# block 1

`src/rtl/mul.sv`:
```
// -----------------------------------------------------------------------------
// mul -- registered rational-number multiplier
//
// Computes (l_num/l_den) * (r_num/r_den) = (s_num/s_den) by multiplying the
// numerators and the denominators independently. There is no gcd reduction,
// no sign handling and no normalisation. Products are unsigned and wrap
// modulo 2^WIDTH. The block has a latency of one cycle and accepts new
// operands every cycle.
//
// Optional build macro: MUL_OVF_EN
//   When defined, adds the registered output 'ovf'. It is set when the
//   upper WIDTH bits of either full product are nonzero.
//
// Parameters:
//   WIDTH     bit width of every numerator/denominator (2..64)
//
// Ports:
//   clk       rising-edge clock
//   rst       synchronous active-high reset (clears all outputs)
//   l_num     left operand numerator
//   l_den     left operand denominator
//   r_num     right operand numerator
//   r_den     right operand denominator
//   s_num     registered product numerator   (l_num*r_num mod 2^WIDTH)
//   s_den     registered product denominator (l_den*r_den mod 2^WIDTH)
//   den_zero  registered flag, s_den == 0
//   ovf       (MUL_OVF_EN only) registered product-overflow flag
// -----------------------------------------------------------------------------
module mul #(
  parameter int WIDTH = 32
) (
  input  logic             clk,
  input  logic             rst,
  input  logic [WIDTH-1:0] l_num,
  input  logic [WIDTH-1:0] l_den,
  input  logic [WIDTH-1:0] r_num,
  input  logic [WIDTH-1:0] r_den,
  output logic [WIDTH-1:0] s_num,
  output logic [WIDTH-1:0] s_den,
`ifdef MUL_OVF_EN
  output logic             ovf,
`endif
  output logic             den_zero
);

  logic [WIDTH-1:0] r_s_num;
  logic [WIDTH-1:0] r_s_den;
  logic             r_den_zero;

  logic [WIDTH-1:0] w_num_lo;
  logic [WIDTH-1:0] w_den_lo;

`ifdef MUL_OVF_EN
  // The full double-width products are needed only to see the discarded
  // upper halves for the overflow flag.
  logic [2*WIDTH-1:0] w_num_full;
  logic [2*WIDTH-1:0] w_den_full;
  logic               w_ovf;
  logic               r_ovf;

  assign w_num_full = {{WIDTH{1'b0}}, l_num} * {{WIDTH{1'b0}}, r_num};
  assign w_den_full = {{WIDTH{1'b0}}, l_den} * {{WIDTH{1'b0}}, r_den};
  assign w_num_lo   = w_num_full[WIDTH-1:0];
  assign w_den_lo   = w_den_full[WIDTH-1:0];
  assign w_ovf      = (|w_num_full[2*WIDTH-1:WIDTH]) |
                      (|w_den_full[2*WIDTH-1:WIDTH]);
`else
  // A WIDTH-wide product keeps only the low half. That is exactly the
  // wrap-around result, and the upper half is never built.
  assign w_num_lo = l_num * r_num;
  assign w_den_lo = l_den * r_den;
`endif

  always_ff @(posedge clk) begin
    if (rst) begin
      r_s_num    <= '0;
      r_s_den    <= '0;
      r_den_zero <= 1'b0;
    end else begin
      r_s_num    <= w_num_lo;
      r_s_den    <= w_den_lo;
      // The flag uses the truncated denominator, so it always agrees with s_den.
      r_den_zero <= (w_den_lo == '0);
    end
  end

`ifdef MUL_OVF_EN
  always_ff @(posedge clk) begin
    if (rst) begin
      r_ovf <= 1'b0;
    end else begin
      r_ovf <= w_ovf;
    end
  end

  assign ovf = r_ovf;
`endif

  assign s_num    = r_s_num;
  assign s_den    = r_s_den;
  assign den_zero = r_den_zero;

endmodule

```
`config.mk`:
```
export PLATFORM = sky130hd
export DESIGN_NAME = mul
export DESIGN_NICKNAME = d
export VERILOG_FILES = /design/src/rtl/mul.sv
export SDC_FILE = /design/constraint.sdc
export NUM_CORES = 2
export LEC_CHECK = 0
export ABC_CLOCK_PERIOD_IN_PS = 10250
export CORE_MARGIN = 2
export CORE_UTILIZATION = 25
export CTS_CLUSTER_SIZE = 28
export DETAILED_ROUTE_END_ITERATION = 6
export GPL_TIMING_DRIVEN = 1
export REMOVE_ABC_BUFFERS = 1
export SLEW_MARGIN = 30
export SYNTH_ARGS = -nofsm -noshare
export SYNTH_HDL_FRONTEND = slang
export SYNTH_SLANG_ARGS = --single-unit
```
`constraint.sdc`:
```
create_clock -name clk -period 10.25 [get_ports clk]
set_input_delay 3.075 -clock clk [delete_from_list [all_inputs] [get_ports clk]]
set_output_delay 3.075 -clock clk [all_outputs]
set_load 0.02 [all_outputs]
```
==> flow_summary.html <==
<!-- implementation run metrics -->
<table>
<tr><th>Metric</th><th>Value</th></tr>
<tr><th colspan="2">Final layout</th></tr>
<tr><td>Clock buffer instance count of the final layout</td><td>12</td></tr>
<tr><td>Layout Nets</td><td>around 5300</td></tr>
<tr><td>Fill cell count</td><td>between 10000 and 15000</td></tr>
<tr><td>Most frequent logic cells in the routed design</td><td>sky130_fd_sc_hd__inv_1, sky130_fd_sc_hd__fa_1, sky130_fd_sc_hd__nand2_1</td></tr>
<tr><td>Antenna diode count</td><td>0</td></tr>
<tr><th colspan="2">Synthesis</th></tr>
<tr><td>Summed standard-cell area reported by yosys</td><td>~33000 um2</td></tr>
<tr><td>Cell type with the highest aggregate area in the netlist</td><td>sky130_fd_sc_hd__fa_1</td></tr>
<tr><td>Share of the synthesized area in the top cell type</td><td>between 40% and 50%</td></tr>
<tr><td>Synth Area in Adders</td><td>between 50% and 60%</td></tr>
<tr><td>Cell Type Count</td><td>around 68</td></tr>
<tr><td>Commonest cells in the synthesized netlist</td><td>sky130_fd_sc_hd__inv_1, sky130_fd_sc_hd__fa_1, sky130_fd_sc_hd__nand2_1</td></tr>
<tr><th colspan="2">Global routing</th></tr>
<tr><td>GR peak layer</td><td>met2</td></tr>
<tr><td>Total global routing overflow</td><td>0</td></tr>
<tr><th colspan="2">Critical path</th></tr>
<tr><td>Data required, critical path</td><td>around 11000 ps</td></tr>
<tr><td>Start point of the critical path</td><td>l_den[15]</td></tr>
<tr><td>Crit Path Class</td><td>in -&gt; reg</td></tr>
<tr><td>Number of buffers and inverters on the critical path</td><td>7</td></tr>
<tr><th colspan="2">Clock tree</th></tr>
<tr><td>Number of buffers inserted by hold repair at cts</td><td>0</td></tr>
<tr><td>Count of buffers added by post-CTS timing repair for setup</td><td>0</td></tr>
<tr><td>Post-cts gate resize count</td><td>0</td></tr>
<tr><td>Clock tree sinks</td><td>65</td></tr>
<tr><td>Clock tree from TritonCTS</td><td>done</td></tr>
<tr><th colspan="2">Outcome</th></tr>
<tr><td>Status</td><td>finished, final reports clean</td></tr>
<tr><th colspan="2">Placement</th></tr>
<tr><td>Routability congestion estimate</td><td>between 0.9 and 1</td></tr>
<tr><td>Worst Setup Slack post-DPL</td><td>-233.8 ps</td></tr>
<tr><th colspan="2">STA</th></tr>
<tr><td>Unrepaired setup endpoints after global routing</td><td>yes</td></tr>
<tr><td>Worst max-slew margin expressed relative to the limit</td><td>around 58%</td></tr>
<tr><td>Slew Limit Fails</td><td>0</td></tr>
<tr><td>Fin crit share</td><td>approximately 98%</td></tr>
<tr><td>Highest clock frequency the design can meet</td><td>99.29 MHz</td></tr>
<tr><td>Final worst hold slack</td><td>3083 ps</td></tr>
<tr><th colspan="2">Run</th></tr>
<tr><td>Tally of OpenROAD warnings</td><td>26</td></tr>
<tr><td>MaxCap Viol Count</td><td>0</td></tr>
<tr><th colspan="2">Die</th></tr>
<tr><td>Tapcells inserted</td><td>between 1500 and 2000</td></tr>
</table>
layer usage:
| layer | share of wire [%] | routed length (um) |
|---|---|---|
| met1 | 47 | 44470 |
| met2 | 46 | 44220 |
| met3 | 4.7 | 4513 |
| met4 | 2.4 | 2269 |
| met5 | 0 | 0 |
worst max path at each step:
stage                      endpoint
after global placement    s_num[28]
after detailed placement   den_zero
after floorplan            den_zero
after global routing       den_zero
final                      den_zero
after CTS                  den_zero
block_1/m1.png
Scale: 1 px per um.
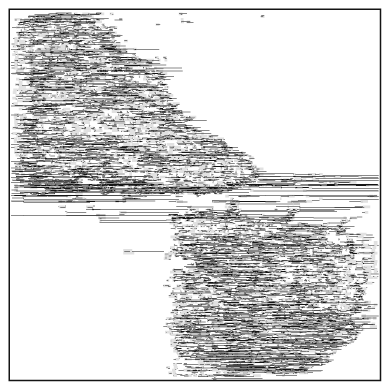
longest straight run = 155 um
nets with wire on the layer = 4821
wire length on this layer = 44.5 mm
met1 usage: 20.50%
total number of vias: 25050
total routed wirelength: 95480 um

block_1/m2.png
Scale: 1 px per um.
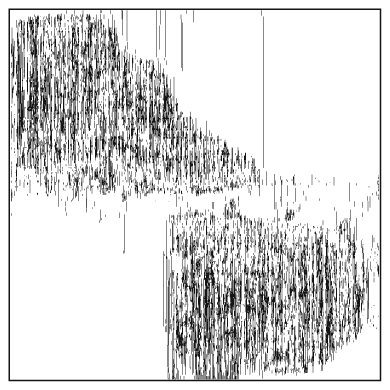
wire length on this layer = 44.2 mm
nets with wire on the layer = 4539
share of all routed wire = 46%
main direction = vertical
longest straight run = 151 um
GR met2 Demand/Resource: 23.79%


# block 2

block_2/m1.png
Scale: 4 px per um.
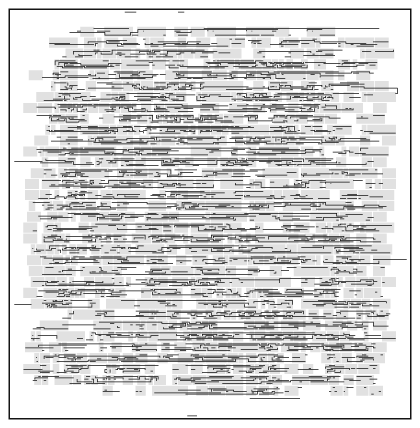
block_2/m2.png
Scale: 4 px per um.
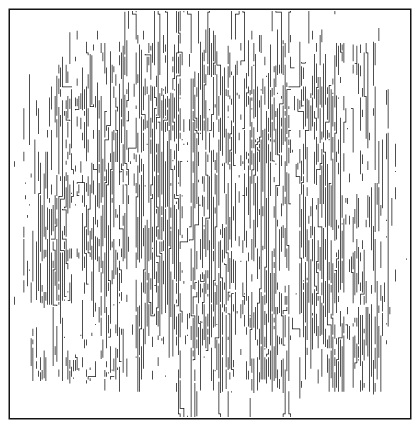
block_2/m3.png
Scale: 3 px per um.
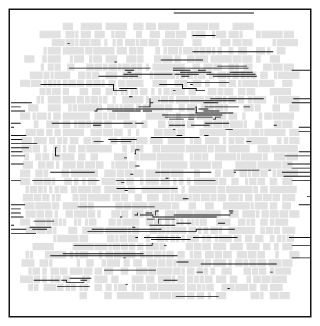
[src/rtl/ehgu_multimode_counter.sv]
// rtl/ehgu_multimode_counter.sv - multimode counter engine (modulo, saturate, gray, LFSR)
// One count register with registered gray view and single-cycle event pulses.
module ehgu_multimode_counter #(
  parameter int               WIDTH       = 8,
  parameter logic [WIDTH-1:0] LFSR_POLY   = 8'hB8,
  parameter logic [WIDTH-1:0] RESET_VALUE = '0
) (
  input  logic             clk_i,
  input  logic             rst_i,
  input  logic [1:0]       mode_i,
  input  logic             en_i,
  input  logic             dir_up_i,
  input  logic [WIDTH-1:0] step_i,
  input  logic [WIDTH:0]   limit_i,
  input  logic [WIDTH-1:0] minimum_i,
  input  logic [WIDTH-1:0] maximum_i,
  input  logic             load_i,
  input  logic [WIDTH-1:0] load_value_i,
  output logic [WIDTH-1:0] count_o,
  output logic [WIDTH-1:0] gray_o,
  output logic             wrapped_o,
  output logic             saturated_o,
  output logic             lock_o
);

  typedef enum logic [1:0] {
    MODE_MODULO   = 2'd0,
    MODE_SATURATE = 2'd1,
    MODE_GRAY     = 2'd2,
    MODE_LFSR     = 2'd3
  } mode_e;

  localparam logic [WIDTH:0]   FULL_RANGE = {1'b1, {WIDTH{1'b0}}};
  localparam logic [WIDTH-1:0] ONE        = {{(WIDTH-1){1'b0}}, 1'b1};

  mode_e            mode;
  logic [WIDTH-1:0] count_q, count_d;
  logic [WIDTH-1:0] gray_q, gray_d;
  logic [WIDTH-1:0] seed_q, seed_d;
  logic             wrapped_q, wrapped_d;
  logic             saturated_q, saturated_d;
  logic             lock_q, lock_d;

  // All arithmetic is carried one bit wider than the count so sums never truncate.
  logic [WIDTH:0]   ext_count, ext_step, modulus, sum;
  logic [WIDTH:0]   mod_up_val, mod_dn_val, sat_floor;
  logic             mod_up_wrap, mod_dn_wrap, sat_up_clamp, sat_dn_clamp;
  logic [WIDTH-1:0] gray_next;
  logic             gray_wrap;
  logic             lfsr_fb, lfsr_zero;
  logic [WIDTH-1:0] lfsr_next;

  assign mode         = mode_e'(mode_i);
  assign ext_count    = {1'b0, count_q};
  assign ext_step     = {1'b0, step_i};
  assign modulus      = (limit_i == '0) ? FULL_RANGE : limit_i;
  assign sum          = ext_count + ext_step;

  assign mod_up_wrap  = (sum >= modulus);
  assign mod_up_val   = mod_up_wrap ? (sum - modulus) : sum;
  assign mod_dn_wrap  = (ext_count < ext_step);
  assign mod_dn_val   = mod_dn_wrap ? ((ext_count + modulus) - ext_step) : (ext_count - ext_step);

  assign sat_floor    = {1'b0, minimum_i} + ext_step;
  assign sat_up_clamp = (sum > {1'b0, maximum_i});
  assign sat_dn_clamp = (ext_count < sat_floor);

  assign gray_next    = count_q + ONE;
  assign gray_wrap    = &count_q;

  // All-zero is the LFSR lock-up state; escape to 1 instead of shifting.
  assign lfsr_fb      = ^(count_q & LFSR_POLY);
  assign lfsr_zero    = (count_q == '0);
  assign lfsr_next    = lfsr_zero ? ONE : {lfsr_fb, count_q[WIDTH-1:1]};

  always_comb begin
    count_d     = count_q;
    seed_d      = seed_q;
    wrapped_d   = 1'b0;
    saturated_d = 1'b0;
    lock_d      = 1'b0;
    if (load_i) begin
      count_d = load_value_i;
      seed_d  = load_value_i;
    end else if (en_i) begin
      unique case (mode)
        MODE_MODULO: begin
          if (dir_up_i) begin
            count_d   = mod_up_val[WIDTH-1:0];
            wrapped_d = mod_up_wrap;
          end else begin
            count_d   = mod_dn_val[WIDTH-1:0];
            wrapped_d = mod_dn_wrap;
          end
        end
        MODE_SATURATE: begin
          if (dir_up_i) begin
            count_d     = sat_up_clamp ? maximum_i : sum[WIDTH-1:0];
            saturated_d = sat_up_clamp;
          end else begin
            count_d     = sat_dn_clamp ? minimum_i : (count_q - step_i);
            saturated_d = sat_dn_clamp;
          end
        end
        MODE_GRAY: begin
          count_d   = gray_next;
          wrapped_d = gray_wrap;
        end
        MODE_LFSR: begin
          count_d   = lfsr_next;
          lock_d    = lfsr_zero;
          wrapped_d = (lfsr_next == seed_q);
        end
        default: count_d = count_q;
      endcase
    end
    gray_d = count_d ^ (count_d >> 1);
  end

  always_ff @(posedge clk_i) begin
    if (rst_i) begin
      count_q     <= RESET_VALUE;
      gray_q      <= RESET_VALUE ^ (RESET_VALUE >> 1);
      seed_q      <= RESET_VALUE;
      wrapped_q   <= 1'b0;
      saturated_q <= 1'b0;
      lock_q      <= 1'b0;
    end else begin
      count_q     <= count_d;
      gray_q      <= gray_d;
      seed_q      <= seed_d;
      wrapped_q   <= wrapped_d;
      saturated_q <= saturated_d;
      lock_q      <= lock_d;
    end
  end

  assign count_o     = count_q;
  assign gray_o      = gray_q;
  assign wrapped_o   = wrapped_q;
  assign saturated_o = saturated_q;
  assign lock_o      = lock_q;

endmodule

[config.mk]
export PLATFORM = sky130hd
export DESIGN_NAME = ehgu_multimode_counter
export DESIGN_NICKNAME = d
export VERILOG_FILES = /design/src/rtl/ehgu_multimode_counter.sv
export SDC_FILE = /design/constraint.sdc
export NUM_CORES = 1
export LEC_CHECK = 0
export CAP_MARGIN = 10
export CORE_AREA = 3 3 97 99
export DETAILED_ROUTE_END_ITERATION = 8
export DIE_AREA = 0 0 100 102
export PLACE_DENSITY = 0.75
export SLEW_MARGIN = 10
export SYNTH_ARGS = -nofsm -noshare
export SYNTH_HDL_FRONTEND = slang
export SYNTH_SLANG_ARGS = --single-unit
export TNS_END_PERCENT = 5
[constraint.sdc]
create_clock -name clk_i -period 4.2 [get_ports clk_i]
set_clock_uncertainty 0.15 [all_clocks]
set_input_delay 0.84 -clock clk_i [delete_from_list [all_inputs] [get_ports clk_i]]
set_output_delay 0.84 -clock clk_i [all_outputs]
set_load 0.02 [all_outputs]
==> flow_summary.html <==
<!-- implementation run metrics -->
<table>
<tr><th>Metric</th><th>Value</th></tr>
<tr><th colspan="2">Outcome</th></tr>
<tr><td>Status</td><td>finished with violations</td></tr>
<tr><td>Violated checks</td><td>setup timing</td></tr>
<tr><th colspan="2">Die</th></tr>
<tr><td>Core area</td><td>about 8600 um2</td></tr>
<tr><td>Boundary pin count</td><td>about 67</td></tr>
<tr><td>Number of placement rows</td><td>34</td></tr>
<tr><td>X dimension of the die</td><td>around 100 um</td></tr>
<tr><td>Tapcells inserted</td><td>~110</td></tr>
<tr><th colspan="2">STA</th></tr>
<tr><td>Final tally of setup violations</td><td>4</td></tr>
<tr><td>Setup_tns</td><td>-162.0 ps</td></tr>
<tr><td>Highest clock frequency the design can meet</td><td>between 200 and 250 MHz</td></tr>
<tr><td>Worst max-slew margin expressed relative to the limit</td><td>34.96%</td></tr>
<tr><td>Final worst hold slack</td><td>around 370 ps</td></tr>
<tr><td>Min setup slack post-route</td><td>-52.09 ps</td></tr>
<tr><th colspan="2">Final layout</th></tr>
<tr><td>Multi-input combinational cell count</td><td>443</td></tr>
<tr><td>Logic cell area</td><td>about 3900 um2</td></tr>
<tr><td>Clock buffer instance count of the final layout</td><td>3</td></tr>
<tr><td>FF+latch area</td><td>520.5 um2</td></tr>
<tr><td>Final standard cell utilization of the core</td><td>77.08%</td></tr>
<tr><th colspan="2">Critical path</th></tr>
<tr><td>Number of buffers and inverters on the critical path</td><td>15</td></tr>
<tr><td>Crit start category</td><td>primary input</td></tr>
<tr><td>Most repeated library cell on the critical path</td><td>sky130_fd_sc_hd__buf_4</td></tr>
<tr><td>Peak per-stage delay on the critical path</td><td>approximately 270 ps</td></tr>
<tr><th colspan="2">Placement</th></tr>
<tr><td>Routability congestion estimate</td><td>roughly 1.1</td></tr>
<tr><th colspan="2">Synthesis</th></tr>
<tr><td>Synth Area in Adders</td><td>22.45%</td></tr>
<tr><td>Xor and xnor fraction of the mapped netlist area</td><td>8.507%</td></tr>
<tr><td>Top cells by area, synth</td><td>sky130_fd_sc_hd__ha_1, sky130_fd_sc_hd__dfxtp_1, sky130_fd_sc_hd__xnor2_1, sky130_fd_sc_hd__inv_1, sky130_fd_sc_hd__mux2i_1</td></tr>
<tr><td>Cell type with the highest aggregate area in the netlist</td><td>sky130_fd_sc_hd__ha_1</td></tr>
<tr><td>Tally of yosys warning messages</td><td>0</td></tr>
<tr><td>Async set-reset flop share out of synthesis</td><td>0%</td></tr>
<tr><td>Gate count of the mapped netlist</td><td>556</td></tr>
<tr><td>Avg Inst Size Synth</td><td>around 8 um2</td></tr>
<tr><td>Simple-gate share of the synthesized area</td><td>around 17%</td></tr>
<tr><th colspan="2">Detailed routing</th></tr>
<tr><td>Met2 wire length</td><td>slightly below 8000 um</td></tr>
<tr><td>Met1 WL</td><td>around 7000 um</td></tr>
<tr><th colspan="2">Clock tree</th></tr>
<tr><td>Buffer levels on the longest clock path</td><td>2</td></tr>
<tr><td>Post-cts gate resize count</td><td>roughly 80</td></tr>
<tr><td>Root Driver</td><td>sky130_fd_sc_hd__clkbuf_8</td></tr>
<tr><th colspan="2">Global routing</th></tr>
<tr><td>First-pass GRT wire length</td><td>about 26000 um</td></tr>
<tr><td>Total global-route track usage</td><td>between 30% and 40%</td></tr>
<tr><td>Vias in the first global route</td><td>5065</td></tr>
<tr><th colspan="2">Power</th></tr>
<tr><td>Share of total power in the clock network</td><td>a little over a tenth</td></tr>
</table>
Notes on block_2/m1.png above:
nets with wire on the layer = 791
main direction = horizontal
longest straight run = 49.7 um
met1 usage: 42.07%
total number of vias: 5089
total routed wirelength: 16850 um

Notes on block_2/m2.png above:
nets with wire on the layer = 775
wire length on this layer = 7930 um
longest straight run = 48.3 um
share of all routed wire = 47%
main direction = vertical
GR met2 Demand/Resource: 55.05%

Notes on block_2/m3.png above:
nets with wire on the layer = 126
main direction = horizontal
wire length on this layer = 1310 um
share of all routed wire = 7.8%
met3 usage: 5.734%

-- flip-flops by register name, indices dropped and copies added, names as in the netlist --
name and count:
count_o 8, lock_o 1, saturated_o 1, gray_o 7
seed_q 8, wrapped_o 1
-- worst paths after layout --
check                           startpoint         to  slack, ps  cells past startpoint
worst min register to register   seed_q[6]  seed_q[6]        370                      2
worst max register to register  count_o[1]  gray_o[4]        160                     23
worst min-delay path             seed_q[6]  seed_q[6]        370                      2
worst max-delay path             step_i[1]  gray_o[4]        -50                     24


==> screenshots <==
Track usage over the die.
picture 1
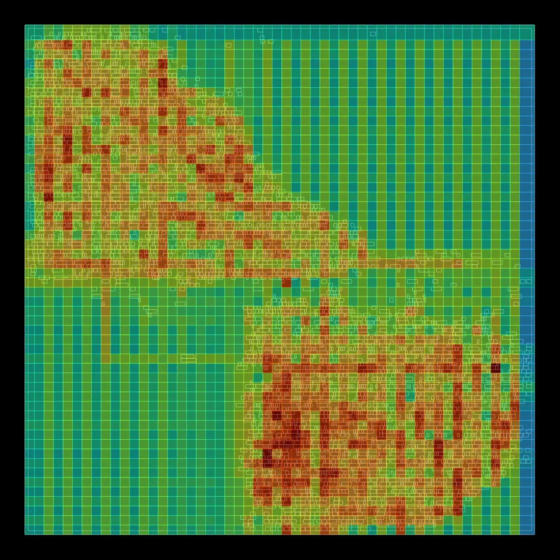
picture 2
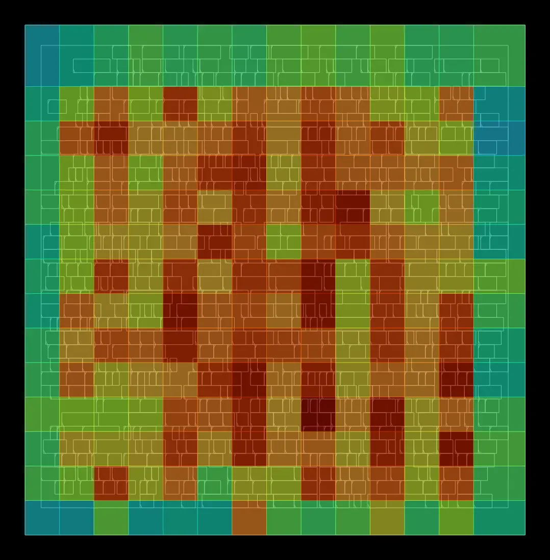
block 1 -> picture 1
block 2 -> picture 2
- highest utilization: picture 2
- highest track usage: picture 2

No activity file was given, so power comes from the tool's default toggle rates.
